# ---- block 1 ----
Figure 1. Routed metal, one color a layer (block 1).
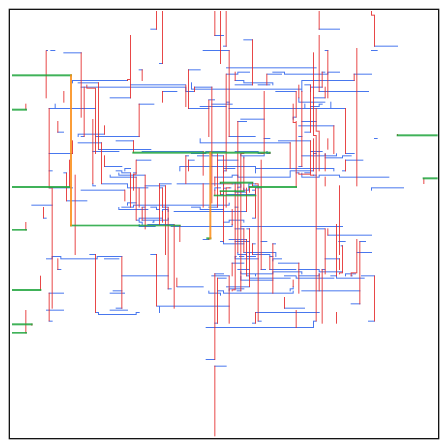

--- src/rtl/keypad_scanner_pkg.sv ---
// keypad_scanner_pkg: shared state encoding, constants and helpers for the 4x4 keypad scanner
package keypad_scanner_pkg;
   typedef enum logic [1:0] {SCAN, DEBOUNCE, HELD, RELEASE} state_t;
   localparam int KEY_CODE_W = 4;
   localparam logic [3:0] NO_KEY = 4'hF;
   localparam logic [3:0] ROW_IDLE = 4'b1110;
   function automatic logic [1:0] first_low(input logic [3:0] c);
      return !c[0] ? 2'd0 : !c[1] ? 2'd1 : !c[2] ? 2'd2 : 2'd3;
   endfunction
   function automatic logic [3:0] row_drive(input logic [1:0] r);
      return ~(4'b0001 << r);
   endfunction
endpackage

--- src/rtl/keypad_scanner_if.sv ---
// keypad_scanner_if: keypad matrix and key-report signals between scanner and its surroundings
interface keypad_scanner_if;
   import keypad_scanner_pkg::*;
   logic scan_tick;
   logic [3:0] col_n;
   logic [3:0] row_n;
   logic [KEY_CODE_W-1:0] key_code;
   logic key_valid;
   logic key_held;
   modport master(output scan_tick, col_n, input row_n, key_code, key_valid, key_held);
   modport slave(input scan_tick, col_n, output row_n, key_code, key_valid, key_held);
endinterface

--- src/rtl/keypad_scanner_col_sync.sv ---
// keypad_scanner_col_sync: multi-stage synchroniser for the asynchronous active-low columns
module keypad_scanner_col_sync #(
   parameter int SYNC_STAGES = 2
) (
   input  logic       clk,
   input  logic       rst,
   input  logic [3:0] d,
   output logic [3:0] q
);
   logic [4*SYNC_STAGES-1:0] sh;
   always_ff @(posedge clk or posedge rst)
      if (rst) sh <= '1;
      else sh <= {sh[4*SYNC_STAGES-5:0], d};
   assign q = sh[4*SYNC_STAGES-1 -: 4];
endmodule

--- src/rtl/keypad_scanner.sv ---
// keypad_scanner: 4x4 matrix keypad row scanner and press/release debouncer paced by scan_tick
module keypad_scanner
   import keypad_scanner_pkg::*;
#(
   parameter int DEBOUNCE_TICKS = 4,
   parameter int SYNC_STAGES    = 2
) (
   input logic         clk,
   input logic         rst,
   keypad_scanner_if.slave kp
);
   localparam int CW = $clog2(DEBOUNCE_TICKS + 1);
   localparam logic [CW-1:0] LAST = CW'(DEBOUNCE_TICKS - 1);
   state_t state, state_nxt;
   logic tick_d, tick, lo, last, hit;
   logic [3:0] col_s;
   logic [1:0] row, row_nxt, lcol, lcol_nxt;
   logic [CW-1:0] cnt, cnt_nxt;
   logic [KEY_CODE_W-1:0] code_nxt;
   logic valid_nxt, held_nxt;

   keypad_scanner_col_sync #(.SYNC_STAGES(SYNC_STAGES)) u_sync (
      .clk(clk), .rst(rst), .d(kp.col_n), .q(col_s)
   );

   assign tick = kp.scan_tick & ~tick_d;
   assign hit  = col_s != NO_KEY;
   assign lo   = ~col_s[lcol];
   assign last = cnt == LAST;

   always_ff @(posedge clk or posedge rst)
      if (rst) state <= SCAN;
      else state <= state_nxt;

   always_comb begin
      state_nxt = state;
      if (tick)
         case (state)
            SCAN:     state_nxt = hit ? DEBOUNCE : SCAN;
            DEBOUNCE: state_nxt = !lo ? SCAN : last ? HELD : DEBOUNCE;
            HELD:     state_nxt = lo ? HELD : RELEASE;
            RELEASE:  state_nxt = lo ? HELD : last ? SCAN : RELEASE;
            default:  state_nxt = SCAN;
         endcase
   end

   // cnt counts consecutive matching samples; it is cleared whenever a run ends
   always_comb begin
      cnt_nxt   = cnt;
      row_nxt   = row;
      lcol_nxt  = lcol;
      code_nxt  = kp.key_code;
      valid_nxt = 1'b0;
      held_nxt  = kp.key_held;
      if (tick)
         case (state)
            SCAN: begin
               lcol_nxt = hit ? first_low(col_s) : lcol;
               cnt_nxt  = hit ? CW'(1) : cnt;
               row_nxt  = hit ? row : row + 2'd1;
            end
            DEBOUNCE: begin
               cnt_nxt   = lo && !last ? cnt + 1'b1 : '0;
               row_nxt   = lo ? row : row + 2'd1;
               code_nxt  = lo && last ? {row, lcol} : kp.key_code;
               valid_nxt = lo && last;
               held_nxt  = lo && last;
            end
            HELD: cnt_nxt = lo ? cnt : CW'(1);
            RELEASE: begin
               cnt_nxt  = !lo && !last ? cnt + 1'b1 : '0;
               row_nxt  = !lo && last ? row + 2'd1 : row;
               held_nxt = lo || !last;
            end
            default: cnt_nxt = '0;
         endcase
   end

   always_ff @(posedge clk or posedge rst)
      if (rst) begin
         tick_d       <= 1'b0;
         cnt          <= '0;
         row          <= 2'd0;
         lcol         <= 2'd0;
         kp.row_n     <= ROW_IDLE;
         kp.key_code  <= '0;
         kp.key_valid <= 1'b0;
         kp.key_held  <= 1'b0;
      end else begin
         tick_d       <= kp.scan_tick;
         cnt          <= cnt_nxt;
         row          <= row_nxt;
         lcol         <= lcol_nxt;
         kp.row_n     <= row_drive(row_nxt);
         kp.key_code  <= code_nxt;
         kp.key_valid <= valid_nxt;
         kp.key_held  <= held_nxt;
      end
endmodule

--- src/flat_wrapper.sv ---
// flat-port wrapper written by rule: the top's interface ports become plain ports
module keypad_scanner_flat import keypad_scanner_pkg::*;
#(
   parameter int DEBOUNCE_TICKS = 4,
   parameter int SYNC_STAGES    = 2
)
  (clk, rst, kp_scan_tick, kp_col_n, kp_row_n, kp_key_code, kp_key_valid, kp_key_held);
  keypad_scanner_if kp_i ();
  input logic clk;
  input logic rst;
  input wire logic [$bits(kp_i.scan_tick)-1:0] kp_scan_tick;
  input wire logic [$bits(kp_i.col_n)-1:0] kp_col_n;
  output wire logic [$bits(kp_i.row_n)-1:0] kp_row_n;
  output wire logic [$bits(kp_i.key_code)-1:0] kp_key_code;
  output wire logic [$bits(kp_i.key_valid)-1:0] kp_key_valid;
  output wire logic [$bits(kp_i.key_held)-1:0] kp_key_held;
  assign kp_i.scan_tick = kp_scan_tick;
  assign kp_i.col_n = kp_col_n;
  assign kp_row_n = kp_i.row_n;
  assign kp_key_code = kp_i.key_code;
  assign kp_key_valid = kp_i.key_valid;
  assign kp_key_held = kp_i.key_held;
  keypad_scanner #(.DEBOUNCE_TICKS(DEBOUNCE_TICKS), .SYNC_STAGES(SYNC_STAGES)) u_core (.clk(clk), .rst(rst), .kp(kp_i));
endmodule
--- config.mk ---
export PLATFORM = sky130hd
export DESIGN_NAME = keypad_scanner_flat
export DESIGN_NICKNAME = d
export VERILOG_FILES = /design/src/rtl/keypad_scanner_pkg.sv /design/src/rtl/keypad_scanner_if.sv /design/src/rtl/keypad_scanner_col_sync.sv /design/src/rtl/keypad_scanner.sv /design/src/flat_wrapper.sv
export SDC_FILE = /design/constraint.sdc
export NUM_CORES = 1
export LEC_CHECK = 0
export ABC_CLOCK_PERIOD_IN_PS = 2300
export CAP_MARGIN = 20
export CORE_MARGIN = 2
export CORE_UTILIZATION = 28
export DETAILED_ROUTE_END_ITERATION = 6
export PLACE_DENSITY = 0.44
export SYNTH_ARGS = -nofsm -noshare
export SYNTH_HDL_FRONTEND = slang
export SYNTH_SLANG_ARGS = --single-unit
--- constraint.sdc ---
create_clock -name clk -period 2.3 [get_ports clk]
set_input_delay 0.575 -clock clk [delete_from_list [all_inputs] [get_ports clk]]
set_output_delay 0.575 -clock clk [all_outputs]
set_load 0.02 [all_outputs]
# ---- block 2 ----
[src/rtl/mrna_iso_sequencer_if.sv]
// -----------------------------------------------------------------------------
// mrna_iso_sequencer_if
// Bundles the host handshake and the valve-bank pin group of the mRNA isolation
// sequencer.
//   master : host / test controller side (drives start/abort, observes the rest)
//   slave  : sequencer side (samples start/abort, drives status and valve lines)
// Signals:
//   start, abort             host -> sequencer
//   busy, done, step[3:0]    sequencer status
//   *_ctrl  (13 lines)       valve control, 1 = pressurised/closed, 0 = open
//   *_flush (13 lines)       matching flush lines
// -----------------------------------------------------------------------------
interface mrna_iso_sequencer_if;
   logic       start;
   logic       abort;
   logic       busy;
   logic       done;
   logic [3:0] step;

   logic collect_ctrl, lysis_in_ctrl, lysis_out_ctrl, push_ctrl;
   logic pump1, pump2, pump3;
   logic sep_ctrl, sieve_ctrl, waste_ctrl, beads_ctrl;
   logic cells_in_ctrl, cells_out_ctrl;

   logic collect_flush, lysis_in_flush, lysis_out_flush, push_flush;
   logic pump1_flush, pump2_flush, pump3_flush;
   logic sep_flush, sieve_flush, waste_flush, beads_flush;
   logic cells_in_flush, cells_out_flush;

   modport master (
      output start, abort,
      input  busy, done, step,
      input  collect_ctrl, lysis_in_ctrl, lysis_out_ctrl, push_ctrl,
      input  pump1, pump2, pump3,
      input  sep_ctrl, sieve_ctrl, waste_ctrl, beads_ctrl,
      input  cells_in_ctrl, cells_out_ctrl,
      input  collect_flush, lysis_in_flush, lysis_out_flush, push_flush,
      input  pump1_flush, pump2_flush, pump3_flush,
      input  sep_flush, sieve_flush, waste_flush, beads_flush,
      input  cells_in_flush, cells_out_flush
   );

   modport slave (
      input  start, abort,
      output busy, done, step,
      output collect_ctrl, lysis_in_ctrl, lysis_out_ctrl, push_ctrl,
      output pump1, pump2, pump3,
      output sep_ctrl, sieve_ctrl, waste_ctrl, beads_ctrl,
      output cells_in_ctrl, cells_out_ctrl,
      output collect_flush, lysis_in_flush, lysis_out_flush, push_flush,
      output pump1_flush, pump2_flush, pump3_flush,
      output sep_flush, sieve_flush, waste_flush, beads_flush,
      output cells_in_flush, cells_out_flush
   );
endinterface

[src/rtl/mrna_iso_sequencer.sv]
// -----------------------------------------------------------------------------
// mrna_iso_sequencer
// Protocol sequencer for the mRNA isolation valve bank:
//   idle -> load cells -> load beads -> lysis -> peristaltic mix -> separate
//        -> wash -> collect [-> flush] -> idle (done pulse)
// Ports:
//   clk   clock
//   rst   asynchronous reset, active-high
//   bus   mrna_iso_sequencer_if.slave: start/abort in; busy, done, step,
//         13 valve ctrl lines and 13 flush lines out
// All outputs are registered Moore decodes of the next state, so they change
// on the same edge as the state register.
// Optional feature: define FLUSH_EN to add the S_FLUSH state after S_COLL
// (all ctrl open, all flush lines high). Without it the flush lines are tied 0.
// -----------------------------------------------------------------------------
module mrna_iso_sequencer #(
   parameter int CNT_W      = 16,
   parameter int T_CELLS    = 400,
   parameter int T_BEADS    = 400,
   parameter int T_LYSIS    = 800,
   parameter int PUMP_DIV   = 100,
   parameter int MIX_CYCLES = 8,
   parameter int T_SEP      = 400,
   parameter int T_WASH     = 400,
   parameter int T_COLL     = 400,
   parameter int T_FLUSH    = 50
) (
   input  logic               clk,
   input  logic               rst,
   mrna_iso_sequencer_if.slave bus
);

   typedef enum logic [3:0] {
      S_IDLE  = 4'd0,
      S_CELLS = 4'd1,
      S_BEADS = 4'd2,
      S_LYSIS = 4'd3,
      S_MIX   = 4'd4,
      S_SEP   = 4'd5,
      S_WASH  = 4'd6,
      S_COLL  = 4'd7,
      S_FLUSH = 4'd8
   } state_t;

   // Counter load value: a duration of T cycles loads T-1; zero/negative act as 1.
   function automatic logic [CNT_W-1:0] ld_val(input int t);
      return (t <= 1) ? '0 : CNT_W'(t - 1);
   endfunction

   localparam logic [CNT_W-1:0] L_CELLS = ld_val(T_CELLS);
   localparam logic [CNT_W-1:0] L_BEADS = ld_val(T_BEADS);
   localparam logic [CNT_W-1:0] L_LYSIS = ld_val(T_LYSIS);
   localparam logic [CNT_W-1:0] L_DIV   = ld_val(PUMP_DIV);
   localparam logic [CNT_W-1:0] L_MIX   = ld_val(MIX_CYCLES);
   localparam logic [CNT_W-1:0] L_SEP   = ld_val(T_SEP);
   localparam logic [CNT_W-1:0] L_WASH  = ld_val(T_WASH);
   localparam logic [CNT_W-1:0] L_COLL  = ld_val(T_COLL);
   localparam logic [CNT_W-1:0] L_FLUSH = ld_val(T_FLUSH);
   localparam logic [CNT_W-1:0] ONE     = CNT_W'(1);

   // Valve vector bit order (MSB..LSB):
   // collect, lysis_in, lysis_out, push, pump1, pump2, pump3,
   // sep, sieve, waste, beads, cells_in, cells_out
   localparam int B_COLLECT   = 12;
   localparam int B_LYSIS_IN  = 11;
   localparam int B_LYSIS_OUT = 10;
   localparam int B_PUSH      = 9;
   localparam int B_SEP       = 5;
   localparam int B_SIEVE     = 4;
   localparam int B_WASTE     = 3;
   localparam int B_BEADS     = 2;
   localparam int B_CELLS_IN  = 1;
   localparam int B_CELLS_OUT = 0;

   // Six-phase peristaltic pattern {pump1,pump2,pump3}; 0 = open.
   function automatic logic [2:0] pump_pat(input logic [2:0] ph);
      logic [2:0] p;
      case (ph)
         3'd0:    p = 3'b100;
         3'd1:    p = 3'b110;
         3'd2:    p = 3'b010;
         3'd3:    p = 3'b011;
         3'd4:    p = 3'b001;
         3'd5:    p = 3'b101;
         default: p = 3'b111;
      endcase
      return p;
   endfunction

   function automatic logic [12:0] ctrl_of(input state_t s, input logic [2:0] ph);
      logic [12:0] c;
      c = '1;
      case (s)
         S_CELLS: begin c[B_CELLS_IN]  = 1'b0; c[B_CELLS_OUT] = 1'b0; end
         S_BEADS: begin c[B_BEADS]     = 1'b0; c[B_CELLS_OUT] = 1'b0; end
         S_LYSIS: begin c[B_LYSIS_IN]  = 1'b0; c[B_LYSIS_OUT] = 1'b0; end
         S_MIX:   begin c[B_SEP]       = 1'b0; c[8:6] = pump_pat(ph);  end
         S_SEP:   begin c[B_SIEVE]     = 1'b0; c[B_WASTE]     = 1'b0; end
         S_WASH:  begin c[B_PUSH]      = 1'b0; c[B_WASTE]     = 1'b0; end
         S_COLL:  begin c[B_PUSH]      = 1'b0; c[B_COLLECT]   = 1'b0; end
         S_FLUSH: c = '0;
         default: c = '1;
      endcase
      return c;
   endfunction

   state_t           r_state;
   logic [CNT_W-1:0] r_cnt;
   logic [2:0]       r_phase;
   logic [CNT_W-1:0] r_rot;
   logic [12:0]      r_ctrl;
   logic             r_busy;
   logic             r_done;

   state_t           w_nxt_state;
   logic [CNT_W-1:0] w_nxt_cnt;
   logic [2:0]       w_nxt_phase;
   logic [CNT_W-1:0] w_nxt_rot;
   logic             w_nxt_done;

   always_comb begin
      w_nxt_state = r_state;
      w_nxt_cnt   = r_cnt;
      w_nxt_phase = r_phase;
      w_nxt_rot   = r_rot;
      w_nxt_done  = 1'b0;
      if (bus.abort) begin
         w_nxt_state = S_IDLE;
         w_nxt_cnt   = '0;
         w_nxt_phase = '0;
         w_nxt_rot   = '0;
      end else begin
         case (r_state)
            S_IDLE:
               if (bus.start) begin
                  w_nxt_state = S_CELLS;
                  w_nxt_cnt   = L_CELLS;
               end
            S_CELLS:
               if (r_cnt == '0) begin
                  w_nxt_state = S_BEADS;
                  w_nxt_cnt   = L_BEADS;
               end else w_nxt_cnt = r_cnt - ONE;
            S_BEADS:
               if (r_cnt == '0) begin
                  w_nxt_state = S_LYSIS;
                  w_nxt_cnt   = L_LYSIS;
               end else w_nxt_cnt = r_cnt - ONE;
            S_LYSIS:
               if (r_cnt == '0) begin
                  w_nxt_state = S_MIX;
                  w_nxt_cnt   = L_DIV;
                  w_nxt_phase = '0;
                  w_nxt_rot   = L_MIX;
               end else w_nxt_cnt = r_cnt - ONE;
            // r_cnt divides phases, r_rot counts remaining full rotations.
            S_MIX:
               if (r_cnt != '0) begin
                  w_nxt_cnt = r_cnt - ONE;
               end else begin
                  w_nxt_cnt = L_DIV;
                  if (r_phase == 3'd5) begin
                     w_nxt_phase = '0;
                     if (r_rot == '0) begin
                        w_nxt_state = S_SEP;
                        w_nxt_cnt   = L_SEP;
                     end else w_nxt_rot = r_rot - ONE;
                  end else w_nxt_phase = r_phase + 3'd1;
               end
            S_SEP:
               if (r_cnt == '0) begin
                  w_nxt_state = S_WASH;
                  w_nxt_cnt   = L_WASH;
               end else w_nxt_cnt = r_cnt - ONE;
            S_WASH:
               if (r_cnt == '0) begin
                  w_nxt_state = S_COLL;
                  w_nxt_cnt   = L_COLL;
               end else w_nxt_cnt = r_cnt - ONE;
            S_COLL:
               if (r_cnt == '0) begin
`ifdef FLUSH_EN
                  w_nxt_state = S_FLUSH;
                  w_nxt_cnt   = L_FLUSH;
`else
                  w_nxt_state = S_IDLE;
                  w_nxt_done  = 1'b1;
`endif
               end else w_nxt_cnt = r_cnt - ONE;
            // Unreachable unless FLUSH_EN routes S_COLL here.
            S_FLUSH:
               if (r_cnt == '0) begin
                  w_nxt_state = S_IDLE;
                  w_nxt_done  = 1'b1;
               end else w_nxt_cnt = r_cnt - ONE;
            default: w_nxt_state = S_IDLE;
         endcase
      end
   end

`ifdef FLUSH_EN
   logic [12:0] r_flush;
`else
   logic [12:0] w_flush;
   assign w_flush = '0;
`endif

   always_ff @(posedge clk or posedge rst) begin
      if (rst) begin
         r_state <= S_IDLE;
         r_cnt   <= '0;
         r_phase <= '0;
         r_rot   <= '0;
         r_ctrl  <= '1;
         r_busy  <= 1'b0;
         r_done  <= 1'b0;
`ifdef FLUSH_EN
         r_flush <= '0;
`endif
      end else begin
         r_state <= w_nxt_state;
         r_cnt   <= w_nxt_cnt;
         r_phase <= w_nxt_phase;
         r_rot   <= w_nxt_rot;
         r_ctrl  <= ctrl_of(w_nxt_state, w_nxt_phase);
         r_busy  <= (w_nxt_state != S_IDLE);
         r_done  <= w_nxt_done;
`ifdef FLUSH_EN
         r_flush <= (w_nxt_state == S_FLUSH) ? '1 : '0;
`endif
      end
   end

   assign bus.busy = r_busy;
   assign bus.done = r_done;
   assign bus.step = r_state;

   assign {bus.collect_ctrl, bus.lysis_in_ctrl, bus.lysis_out_ctrl, bus.push_ctrl,
           bus.pump1, bus.pump2, bus.pump3,
           bus.sep_ctrl, bus.sieve_ctrl, bus.waste_ctrl, bus.beads_ctrl,
           bus.cells_in_ctrl, bus.cells_out_ctrl} = r_ctrl;

`ifdef FLUSH_EN
   assign {bus.collect_flush, bus.lysis_in_flush, bus.lysis_out_flush, bus.push_flush,
           bus.pump1_flush, bus.pump2_flush, bus.pump3_flush,
           bus.sep_flush, bus.sieve_flush, bus.waste_flush, bus.beads_flush,
           bus.cells_in_flush, bus.cells_out_flush} = r_flush;
`else
   assign {bus.collect_flush, bus.lysis_in_flush, bus.lysis_out_flush, bus.push_flush,
           bus.pump1_flush, bus.pump2_flush, bus.pump3_flush,
           bus.sep_flush, bus.sieve_flush, bus.waste_flush, bus.beads_flush,
           bus.cells_in_flush, bus.cells_out_flush} = w_flush;
`endif

endmodule

[src/flat_wrapper.sv]
// flat-port wrapper written by rule: the top's interface ports become plain ports
module mrna_iso_sequencer_flat 
#(
   parameter int CNT_W      = 16,
   parameter int T_CELLS    = 400,
   parameter int T_BEADS    = 400,
   parameter int T_LYSIS    = 800,
   parameter int PUMP_DIV   = 100,
   parameter int MIX_CYCLES = 8,
   parameter int T_SEP      = 400,
   parameter int T_WASH     = 400,
   parameter int T_COLL     = 400,
   parameter int T_FLUSH    = 50
)
  (clk, rst, bus_start, bus_abort, bus_busy, bus_done, bus_step, bus_collect_ctrl, bus_lysis_in_ctrl, bus_lysis_out_ctrl, bus_push_ctrl, bus_pump1, bus_pump2, bus_pump3, bus_sep_ctrl, bus_sieve_ctrl, bus_waste_ctrl, bus_beads_ctrl, bus_cells_in_ctrl, bus_cells_out_ctrl, bus_collect_flush, bus_lysis_in_flush, bus_lysis_out_flush, bus_push_flush, bus_pump1_flush, bus_pump2_flush, bus_pump3_flush, bus_sep_flush, bus_sieve_flush, bus_waste_flush, bus_beads_flush, bus_cells_in_flush, bus_cells_out_flush);
  mrna_iso_sequencer_if bus_i ();
  input  logic clk;
  input  logic rst;
  input wire logic [$bits(bus_i.start)-1:0] bus_start;
  input wire logic [$bits(bus_i.abort)-1:0] bus_abort;
  output wire logic [$bits(bus_i.busy)-1:0] bus_busy;
  output wire logic [$bits(bus_i.done)-1:0] bus_done;
  output wire logic [$bits(bus_i.step)-1:0] bus_step;
  output wire logic [$bits(bus_i.collect_ctrl)-1:0] bus_collect_ctrl;
  output wire logic [$bits(bus_i.lysis_in_ctrl)-1:0] bus_lysis_in_ctrl;
  output wire logic [$bits(bus_i.lysis_out_ctrl)-1:0] bus_lysis_out_ctrl;
  output wire logic [$bits(bus_i.push_ctrl)-1:0] bus_push_ctrl;
  output wire logic [$bits(bus_i.pump1)-1:0] bus_pump1;
  output wire logic [$bits(bus_i.pump2)-1:0] bus_pump2;
  output wire logic [$bits(bus_i.pump3)-1:0] bus_pump3;
  output wire logic [$bits(bus_i.sep_ctrl)-1:0] bus_sep_ctrl;
  output wire logic [$bits(bus_i.sieve_ctrl)-1:0] bus_sieve_ctrl;
  output wire logic [$bits(bus_i.waste_ctrl)-1:0] bus_waste_ctrl;
  output wire logic [$bits(bus_i.beads_ctrl)-1:0] bus_beads_ctrl;
  output wire logic [$bits(bus_i.cells_in_ctrl)-1:0] bus_cells_in_ctrl;
  output wire logic [$bits(bus_i.cells_out_ctrl)-1:0] bus_cells_out_ctrl;
  output wire logic [$bits(bus_i.collect_flush)-1:0] bus_collect_flush;
  output wire logic [$bits(bus_i.lysis_in_flush)-1:0] bus_lysis_in_flush;
  output wire logic [$bits(bus_i.lysis_out_flush)-1:0] bus_lysis_out_flush;
  output wire logic [$bits(bus_i.push_flush)-1:0] bus_push_flush;
  output wire logic [$bits(bus_i.pump1_flush)-1:0] bus_pump1_flush;
  output wire logic [$bits(bus_i.pump2_flush)-1:0] bus_pump2_flush;
  output wire logic [$bits(bus_i.pump3_flush)-1:0] bus_pump3_flush;
  output wire logic [$bits(bus_i.sep_flush)-1:0] bus_sep_flush;
  output wire logic [$bits(bus_i.sieve_flush)-1:0] bus_sieve_flush;
  output wire logic [$bits(bus_i.waste_flush)-1:0] bus_waste_flush;
  output wire logic [$bits(bus_i.beads_flush)-1:0] bus_beads_flush;
  output wire logic [$bits(bus_i.cells_in_flush)-1:0] bus_cells_in_flush;
  output wire logic [$bits(bus_i.cells_out_flush)-1:0] bus_cells_out_flush;
  assign bus_i.start = bus_start;
  assign bus_i.abort = bus_abort;
  assign bus_busy = bus_i.busy;
  assign bus_done = bus_i.done;
  assign bus_step = bus_i.step;
  assign bus_collect_ctrl = bus_i.collect_ctrl;
  assign bus_lysis_in_ctrl = bus_i.lysis_in_ctrl;
  assign bus_lysis_out_ctrl = bus_i.lysis_out_ctrl;
  assign bus_push_ctrl = bus_i.push_ctrl;
  assign bus_pump1 = bus_i.pump1;
  assign bus_pump2 = bus_i.pump2;
  assign bus_pump3 = bus_i.pump3;
  assign bus_sep_ctrl = bus_i.sep_ctrl;
  assign bus_sieve_ctrl = bus_i.sieve_ctrl;
  assign bus_waste_ctrl = bus_i.waste_ctrl;
  assign bus_beads_ctrl = bus_i.beads_ctrl;
  assign bus_cells_in_ctrl = bus_i.cells_in_ctrl;
  assign bus_cells_out_ctrl = bus_i.cells_out_ctrl;
  assign bus_collect_flush = bus_i.collect_flush;
  assign bus_lysis_in_flush = bus_i.lysis_in_flush;
  assign bus_lysis_out_flush = bus_i.lysis_out_flush;
  assign bus_push_flush = bus_i.push_flush;
  assign bus_pump1_flush = bus_i.pump1_flush;
  assign bus_pump2_flush = bus_i.pump2_flush;
  assign bus_pump3_flush = bus_i.pump3_flush;
  assign bus_sep_flush = bus_i.sep_flush;
  assign bus_sieve_flush = bus_i.sieve_flush;
  assign bus_waste_flush = bus_i.waste_flush;
  assign bus_beads_flush = bus_i.beads_flush;
  assign bus_cells_in_flush = bus_i.cells_in_flush;
  assign bus_cells_out_flush = bus_i.cells_out_flush;
  mrna_iso_sequencer #(.CNT_W(CNT_W), .T_CELLS(T_CELLS), .T_BEADS(T_BEADS), .T_LYSIS(T_LYSIS), .PUMP_DIV(PUMP_DIV), .MIX_CYCLES(MIX_CYCLES), .T_SEP(T_SEP), .T_WASH(T_WASH), .T_COLL(T_COLL), .T_FLUSH(T_FLUSH)) u_core (.clk(clk), .rst(rst), .bus(bus_i));
endmodule
[config.mk]
export PLATFORM = sky130hd
export DESIGN_NAME = mrna_iso_sequencer_flat
export DESIGN_NICKNAME = d
export VERILOG_FILES = /design/src/rtl/mrna_iso_sequencer_if.sv /design/src/rtl/mrna_iso_sequencer.sv /design/src/flat_wrapper.sv
export SDC_FILE = /design/constraint.sdc
export NUM_CORES = 1
export LEC_CHECK = 0
export ABC_AREA = 1
export CAP_MARGIN = 40
export CELL_PAD_IN_SITES_DETAIL_PLACEMENT = 2
export CELL_PAD_IN_SITES_GLOBAL_PLACEMENT = 2
export CORE_ASPECT_RATIO = 0.6
export CORE_MARGIN = 8
export CORE_UTILIZATION = 35
export CTS_CLUSTER_SIZE = 20
export DETAILED_ROUTE_END_ITERATION = 10
export PLACE_DENSITY = 0.9
export REMOVE_ABC_BUFFERS = 1
export SLEW_MARGIN = 10
export SYNTH_ARGS = -nofsm -noshare
export SYNTH_HDL_FRONTEND = slang
export SYNTH_SLANG_ARGS = --single-unit
[constraint.sdc]
create_clock -name clk -period 3.5 [get_ports clk]
set_input_delay 0.7 -clock clk [delete_from_list [all_inputs] [get_ports clk]]
set_output_delay 0.7 -clock clk [all_outputs]
set_load 0.005 [all_outputs]
# ---- block 3 ----
--- config.mk ---
export PLATFORM = sky130hd
export DESIGN_NAME = nts_api_bridge
export DESIGN_NICKNAME = d
export VERILOG_FILES = /design/src/rtl/nts_api_bridge_pkg.sv /design/src/rtl/nts_api_bridge.sv
export SDC_FILE = /design/constraint.sdc
export NUM_CORES = 1
export LEC_CHECK = 0
export ABC_AREA = 1
export CAP_MARGIN = 20
export CORE_MARGIN = 1
export CORE_UTILIZATION = 48
export CTS_BUF_LIST = sky130_fd_sc_hd__clkbuf_16
export DETAILED_ROUTE_END_ITERATION = 16
export GPL_ROUTABILITY_DRIVEN = 1
export PLACE_DENSITY = 0.88
export SYNTH_ARGS = -nofsm -noshare
export SYNTH_HDL_FRONTEND = slang
export SYNTH_SLANG_ARGS = --single-unit
--- constraint.sdc ---
create_clock -name i_clk -period 4 [get_ports i_clk]
set_clock_uncertainty 0.2 [all_clocks]
set_input_delay 0.8 -clock i_clk [delete_from_list [all_inputs] [get_ports i_clk]]
set_output_delay 0.8 -clock i_clk [all_outputs]
set_load 0.03 [all_outputs]
--- src/rtl/nts_api_bridge_pkg.sv ---
// NTS register API bridge: shared widths, address map limit and FSM states.
// Imported by the bridge top and by anything probing its state.
package nts_api_bridge_pkg;

   localparam int unsigned API_AW = 12;
   localparam int unsigned API_DW = 32;

   localparam logic [API_AW-1:0] ADDR_MAX_DEF = 12'h1FF;

   typedef enum logic [1:0] {
      ST_IDLE  = 2'd0,
      ST_ISSUE = 2'd1,
      ST_WAIT  = 2'd2,
      ST_RESP  = 2'd3
   } state_t;

endpackage

--- src/rtl/nts_api_bridge.sv ---
// Host-side front end of the NTS register API: one request in flight,
// registered decoder bus and a registered, stall-safe response.
import nts_api_bridge_pkg::*;

module nts_api_bridge #(
   parameter int unsigned       READ_LATENCY = 1,
   parameter logic [API_AW-1:0] ADDR_MAX     = ADDR_MAX_DEF
) (
   input  logic              i_clk,
   input  logic              i_areset_n,
   input  logic              i_req_valid,
   output logic              o_req_ready,
   input  logic              i_req_we,
   input  logic [API_AW-1:0] i_req_address,
   input  logic [API_DW-1:0] i_req_write_data,
   output logic              o_rsp_valid,
   input  logic              i_rsp_ready,
   output logic [API_DW-1:0] o_rsp_read_data,
   output logic              o_rsp_error,
   output logic              o_api_cs,
   output logic              o_api_we,
   output logic [API_AW-1:0] o_api_address,
   output logic [API_DW-1:0] o_api_write_data,
   input  logic [API_DW-1:0] i_api_read_data
);

   if (READ_LATENCY > 7) begin : g_bad_latency
      $error("nts_api_bridge: READ_LATENCY must be 0..7");
   end

   localparam logic [2:0] LAT = 3'(READ_LATENCY);

   state_t              r_state;
   logic [2:0]          r_cnt;
   logic                r_req_ready;
   logic                r_rsp_valid;
   logic [API_DW-1:0]   r_rsp_data;
   logic                r_rsp_error;
   logic                r_cs;
   logic                r_we;
   logic [API_AW-1:0]   r_addr;
   logic [API_DW-1:0]   r_wdata;

   logic                w_done;
   logic [API_DW-1:0]   w_data;

   // A write finishes after its single cs cycle; a read when the latency
   // counter reaches READ_LATENCY (immediately for zero latency).
   always_comb begin
      w_done = 1'b0;
      if (r_state == ST_ISSUE)
         w_done = r_we || (LAT == 3'd0);
      else if (r_state == ST_WAIT)
         w_done = (r_cnt == LAT);
      w_data = r_we ? '0 : i_api_read_data;
   end

   always_ff @(posedge i_clk or negedge i_areset_n) begin
      if (!i_areset_n) begin
         r_state     <= ST_IDLE;
         r_cnt       <= 3'd0;
         r_req_ready <= 1'b1;
         r_rsp_valid <= 1'b0;
         r_rsp_data  <= '0;
         r_rsp_error <= 1'b0;
         r_cs        <= 1'b0;
         r_we        <= 1'b0;
         r_addr      <= '0;
         r_wdata     <= '0;
      end else begin
         unique case (r_state)
            ST_IDLE: begin
               if (i_req_valid) begin
                  r_req_ready <= 1'b0;
                  if (i_req_address <= ADDR_MAX) begin
                     r_state <= ST_ISSUE;
                     r_cs    <= 1'b1;
                     r_we    <= i_req_we;
                     r_addr  <= i_req_address;
                     r_wdata <= i_req_write_data;
                  end else begin
                     r_state     <= ST_RESP;
                     r_rsp_valid <= 1'b1;
                     r_rsp_error <= 1'b1;
                     r_rsp_data  <= '0;
                  end
               end
            end
            ST_ISSUE, ST_WAIT: begin
               if (w_done) begin
                  r_state     <= ST_RESP;
                  r_cnt       <= 3'd0;
                  r_cs        <= 1'b0;
                  r_we        <= 1'b0;
                  r_addr      <= '0;
                  r_wdata     <= '0;
                  r_rsp_valid <= 1'b1;
                  r_rsp_error <= 1'b0;
                  r_rsp_data  <= w_data;
               end else begin
                  r_state <= ST_WAIT;
                  r_cnt   <= r_cnt + 3'd1;
               end
            end
            ST_RESP: begin
               if (i_rsp_ready) begin
                  r_state     <= ST_IDLE;
                  r_rsp_valid <= 1'b0;
                  r_rsp_error <= 1'b0;
                  r_rsp_data  <= '0;
                  r_req_ready <= 1'b1;
               end
            end
            default: r_state <= ST_IDLE;
         endcase
      end
   end

   assign o_req_ready      = r_req_ready;
   assign o_rsp_valid      = r_rsp_valid;
   assign o_rsp_read_data  = r_rsp_data;
   assign o_rsp_error      = r_rsp_error;
   assign o_api_cs         = r_cs;
   assign o_api_we         = r_we;
   assign o_api_address    = r_addr;
   assign o_api_write_data = r_wdata;

endmodule

Figure 2. Metal 3 (block 1).
Scale bar: 20 microns.
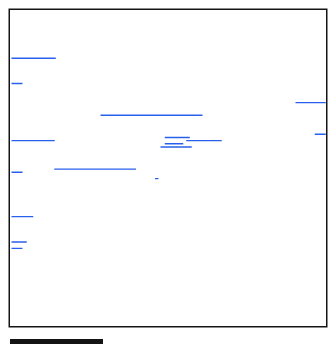
main direction: horizontal
wire length on this layer: 102 microns
share of all routed wire: 5.5%
nets with wire on the layer: 14

About Figure 1:
[blue] metal 1 | wire length: 835 microns
[red] metal 2 | wire length: 883 microns
[green] metal 3 | wire length: 102 microns
[orange] metal 4 | wire length: 37.4 microns

==> notes.md, block 1 <==
On the backend side, the flow ran end to end.

For the worst reg-to-reg path, the endpoint reported by OpenROAD is u_core.kp.row_n[0]. 0 antenna diodes ended up in the layout. The detailed router put a total of 834 microns of wire on met1. The slowest stage of the critical path belongs to the cell clkdlybuf4s50_1. TritonCTS built the clock tree.

In this run switching power makes up 33.5% of total power. The number of sequential cells reported for the layout is 28. Per the layout report, the design carries 378 filler cells. The report lists the number of standard-cell rows as 23. The post-layout instance area stands at 1460 sq um. The setup-violating endpoint count in the final report stands at 0. The flow ran to the end, and the final reports show no timing, DRC or antenna violations. Per report_power, the sequential group accounts for 46.4% of the total. Looking at the critical path, the highest net fanout was 1. The pre-CTS worst setup slack stands at 0.0254 ns. The total clock network power stands at 297 uW. The routed wire length stands at 1860 microns. The tool warning count stands at 26. The commonest register cell is dfrtp_1. TritonRoute reported its final design rule violation total as 0. Sequential cells were found to cover 62.7% of the synthesized design area. For this block, the initial DRC count from the detailed router was 25. Looking at the clock tree report, the maximum root-to-sink buffer count equals 2. The maximum single-stage delay on the critical path stands at 0.59 ns. For this run, the number of standard cells in the final layout without fillers is 163.
## block 1: how the worst min path moves through the flow
stage                              from                  end  slack [ns]  cells past startpoint
finish              u_core.u_sync.sh[1]  u_core.u_sync.sh[5]        0.36                      0
global route        u_core.u_sync.sh[1]  u_core.u_sync.sh[5]        0.36                      0
global placement    u_core.u_sync.sh[2]  u_core.u_sync.sh[6]        0.35                      0
floorplan           u_core.u_sync.sh[0]  u_core.u_sync.sh[4]        0.35                      0
detailed placement  u_core.u_sync.sh[1]  u_core.u_sync.sh[5]        0.35                      0
CTS                 u_core.u_sync.sh[1]  u_core.u_sync.sh[5]        0.36                      0
## block 1: routing by layer
layer | vias to the layer above | GRT usage [%]
met5 | - | 0
met4 | 0 | 4.50
met3 | 4 | 3.17
met2 | 21 | 14.8
met1 | 329 | 12.3
li1 | 366 | -
## block 1: state kept, by name (all words and copies together), names as in the netlist
| register | count |
|---|---|
| u_core.row | 2 |
| u_core.kp.row_n | 4 |
| u_core.kp.key_held | 1 |
| u_core.lcol | 2 |
| u_core.kp.key_code | 4 |
| u_core.cnt | 3 |
| u_core.kp.key_valid | 1 |
| u_core.tick_d | 1 |
| u_core.state | 2 |
| u_core.u_sync.sh | 8 |
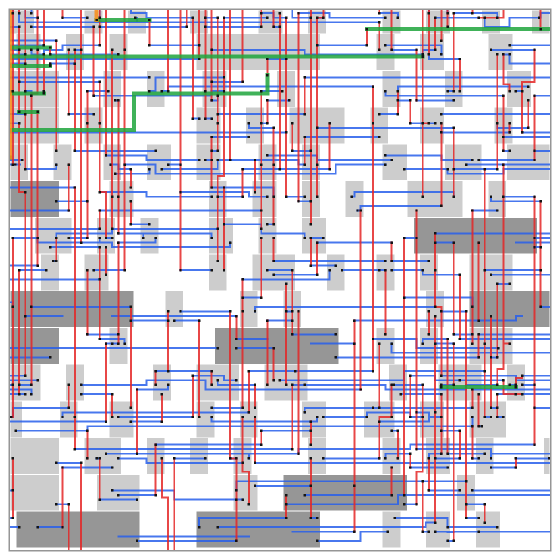
Figure 3: block 2, layout detail.
Window x 52 to 92, y 8 to 48 microns. Cells in gray, sequential cells in the stronger gray; small squares are vias.
[green] metal 3
[orange] metal 4
[blue] metal 1
[red] metal 2
sequential cells in the window: 7
netlist names of flops here include: `u_core.r_rot` (7)
most frequent: nand2_1 (32), nor2_1 (12), inv_1 (11)
cells with their middle in the window: 111

==> notes.md, block 2 <==
On the backend side, the flow ran end to end.

The synthesis run shows the most used standard cells to be 110 x nand2_1, 59 x inv_1, 54 x nor2_1. Summed over all layers, the routed wires come to 12000 microns. After layout, the worst path uses 69.2% of the clock period. Summing all non-filler instances in the final layout gives an area of 3900 sq um.

The total track usage stands at 19.2%. In this run the worst hold path is classified as flop to flop. The area share of the leading cell type in the synthesized netlist stands at 30.1%. The number of cells on the worst hold path is listed as 2. The worst setup path is of the flop to flop kind. According to the floorplan report, the total die area is 13300 sq um. The transition at the pin with the smallest max-transition slack stands at 0.633 ns. met2 is the most crowded layer.

The fraction of cell area in sequential cells is reported as 34.4%. For this block, wires on met1 add up to 5790 microns. The synthesized netlist occupies a cell area of 3410 sq um. The worst pin sits at a relative slew slack of 57.8%. The combined buffer and inverter count along the critical path stands at 2. The share of async-settable or async-resettable flops after synthesis stands at 100%.

Across the whole layout, multi-input logic makes up 44.0% of the cell area. In the final report, the number of pins over their slew limit comes to 0. In the CTS report, the clock slew at the register clock pins of the worst setup and hold paths is listed as 0.08 ns.

Sorting the Yosys area breakdown by cell type puts at the top dfrtp_1. On the critical path the largest part of the delay comes from simple AND/OR/NAND/NOR gates. The non-clock buffer area fraction after layout stands at 6.54%.

The part of the Yosys area used for sequential elements stands at 39.4%. The clock period minus final worst setup slack stands at 2.42 ns. The run finished with clean final reports. The total cell area at the placement stage stands at 3750 sq um.
-- block 2: worst paths after layout --
kind                                    start                end  slack (ns)
max                        u_core.bus.step[3]    u_core.r_rot[4]        1.08
min                          u_core.r_rot[15]   u_core.r_rot[15]        0.56
max reg2reg                u_core.bus.step[3]    u_core.r_rot[4]        1.08
min reg2reg                  u_core.r_rot[15]   u_core.r_rot[15]        0.56
max in group asynchronous                 rst  u_core.r_ctrl[11]        2.08
min in group asynchronous                 rst   u_core.r_rot[11]        0.64
-- block 2: where the power goes --
group	leakage [uW]	internal, uW	switching (uW)	total (uW)
logic	0.00115	143	308	450
clock network	0.0000751	272	258	530
registers	0.000681	649	40.8	690
-- block 2: cell families after synthesis --
group | synth area share [%]
AND-OR/OR-AND | 8.30
buffers and inverters | 11.6
flip-flops | 39.4
XOR/XNOR | 4.11
other | 0.110
AND/OR/NAND/NOR | 35.8
adder cells (fa/ha/maj) | 0.734
-- block 2: registers in the layout (all words and copies together), names as in the netlist --
register and count:
u_core.r_ctrl 12, u_core.bus.step 4, u_core.bus.done 1, u_core.r_rot 16
u_core.bus.busy 1, u_core.r_cnt 16, u_core.r_phase 3
Figure 4. Layout detail (block 3).
Window x 28 to 68, y 9 to 49 microns. Cells in gray, sequential cells in the stronger gray; small squares are vias.
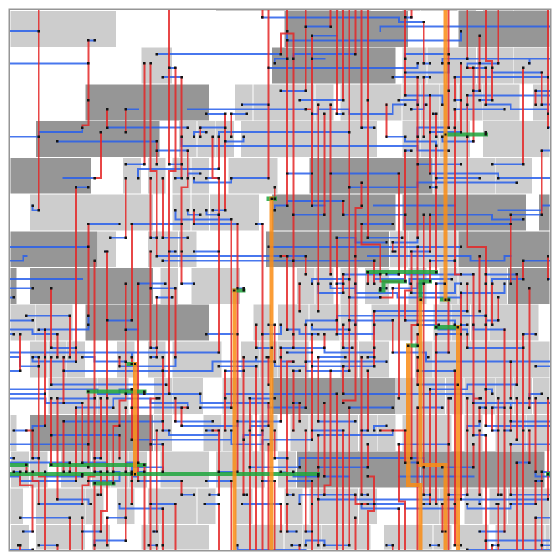
[red] metal 2
[green] metal 3
[orange] metal 4
[blue] metal 1
sequential cells in the window: 18
most frequent: nand2_1 (38), clkdlybuf4s50_1 (24), inv_1 (19)
cells with their middle in the window: 151
netlist names of flops here include: `o_api_write_data` (10), `o_api_address` (3), `r_cnt` (3)

Figure 5. Clock distribution (block 3).
Scale bar: 20 microns.
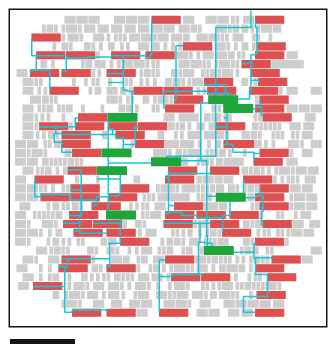
[cyan] clock wires | length: 925 microns
[green] clock drivers | count: 9
[red] flip-flops | count: 86
flops lie: widely spread
routed clock nets: 10

==> notes.md, block 3 <==
On the backend side, the flow ran end to end.

The total core area stands at 8720 sq um. For reference, the critical path cell chain is inv_1 > ha_1 > nand2_1 > nand2_4 > nand3_4 > nand2_1 > nand2_1. The violation count after the first detailed-route iteration stands at 254.

The combinational cell area excluding buffers and inverters stands at 1630 sq um. Across the whole layout, storage elements account for 2150 sq um. The number of fillers in the final layout stands at 658.

The width of the die stands at 96.8 microns. The synthesis report lists the most area-consuming cells as dfrtp_1 49%, nand2_1 15%, nand4_1 11%. STA lists the maximum fanout along the critical path as 46.

The tool warning count stands at 31. Cells fill 71.3% of the core in the end. The most critical hold endpoint after final layout shows a slack of 0.116 ns.

The switching portion of total power stands at 50.1%. STA classifies the critical path startpoint as a flop. The weighted congestion at the end of routability-driven global placement stands at 0.781. After synthesis, flip-flops and latches occupy 49.9% of the total area.

The total cell area at the placement stage stands at 5900 sq um. For the worst reg-to-reg path, the startpoint reported by OpenROAD is r_state[1]. The logic depth of the worst setup path including buffers stands at 7. The run finished with clean final reports. The layout report gives the register share of total cell area as 34.6%. In the synthesized netlist, the dominant kind of combinational cell is simple AND/OR/NAND/NOR gates. The number of nets handed over by synthesis was 647. Yosys reports the multiplexer fraction of the synthesized area as 0%. The most critical min-delay path falls under input pin to asynchronous set/reset pin.

The layout has 9 clock buffers. Of all the cell area in the finished design, the clock network holds 4.18%. Entering global routing, the biggest net connects 87 pins. The post-layout instance area stands at 6220 sq um.

The number of synthesized register bits stands at 86. Per the synthesis report, the simple-gate share of the synthesized area is 34.4%. Ranked by power, first place goes to combinational logic. The timing report attributes the biggest portion of critical-path delay to simple AND/OR/NAND/NOR gates. Per the OpenROAD power report, leakage power amounts to 0.00330 uW. Per the synthesis report, the dominant area consumer among library cells is dfrtp_1. Non-clock buffering takes up 27.5% of total cell area after layout.
==> block 3: worst min path at each step <==
stage,start,endpoint,cells after the start
after global routing,i_areset_n,o_rsp_read_data[1],1
after detailed placement,o_rsp_read_data[9],o_rsp_read_data[9],2
after floorplan,r_cnt[2],r_cnt[2],2
after global placement,o_rsp_read_data[28],o_rsp_read_data[28],2
after CTS,o_api_write_data[10],o_api_write_data[10],2
final,i_areset_n,o_rsp_read_data[1],1
==> block 3: flip-flops by register name, indices dropped and copies added (netlist names) <==
name / count
o_rsp_valid: 1
o_api_address: 12
o_rsp_error: 1
o_rsp_read_data: 32
o_api_write_data: 32
o_api_we: 1
o_req_ready: 1
o_api_cs: 1
r_cnt: 3
r_state: 2
==> block 3: synth_stat cells (3+ instances only) <==
cell	n
ha_1	7
buf_4	5
dfrtp_1	85
nand2_1	167
o21ai_0	4
nand3_4	3
inv_1	87
clkbuf_1	11
nand4_1	77
nor2_1	77
o22ai_1	3
buf_2	19
==> block 3: per-layer routing <==
layer	share of wire [%]	GRT usage [%]	wire, microns
met5	0	0	0
met4	2.2	9.18	257
met3	4.6	3.76	527
met2	52	43.2	6020
met1	41	32.5	4780


==> screenshots <==
Cell placement.
image #1
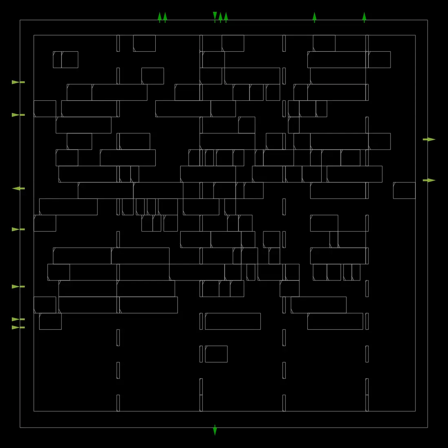
image #2
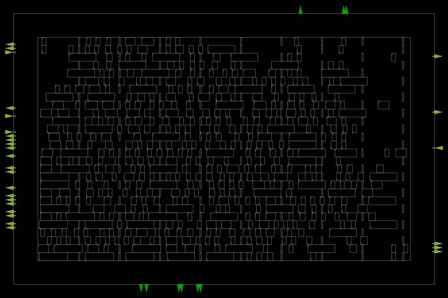
image #3
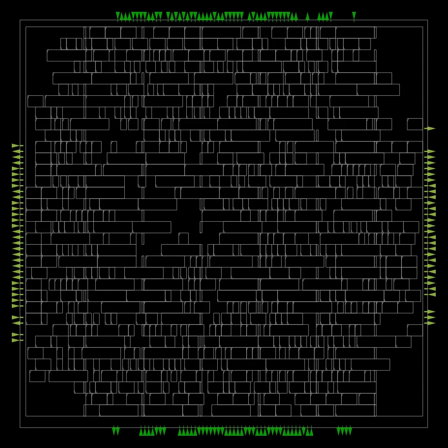
The one with the most sequential cells is image #3.
The one with the most cells is image #3.
For block 3, see image #3.
For block 1, see image #1.
For block 2, see image #2.

No activity file was given, so power comes from the tool's default toggle rates.
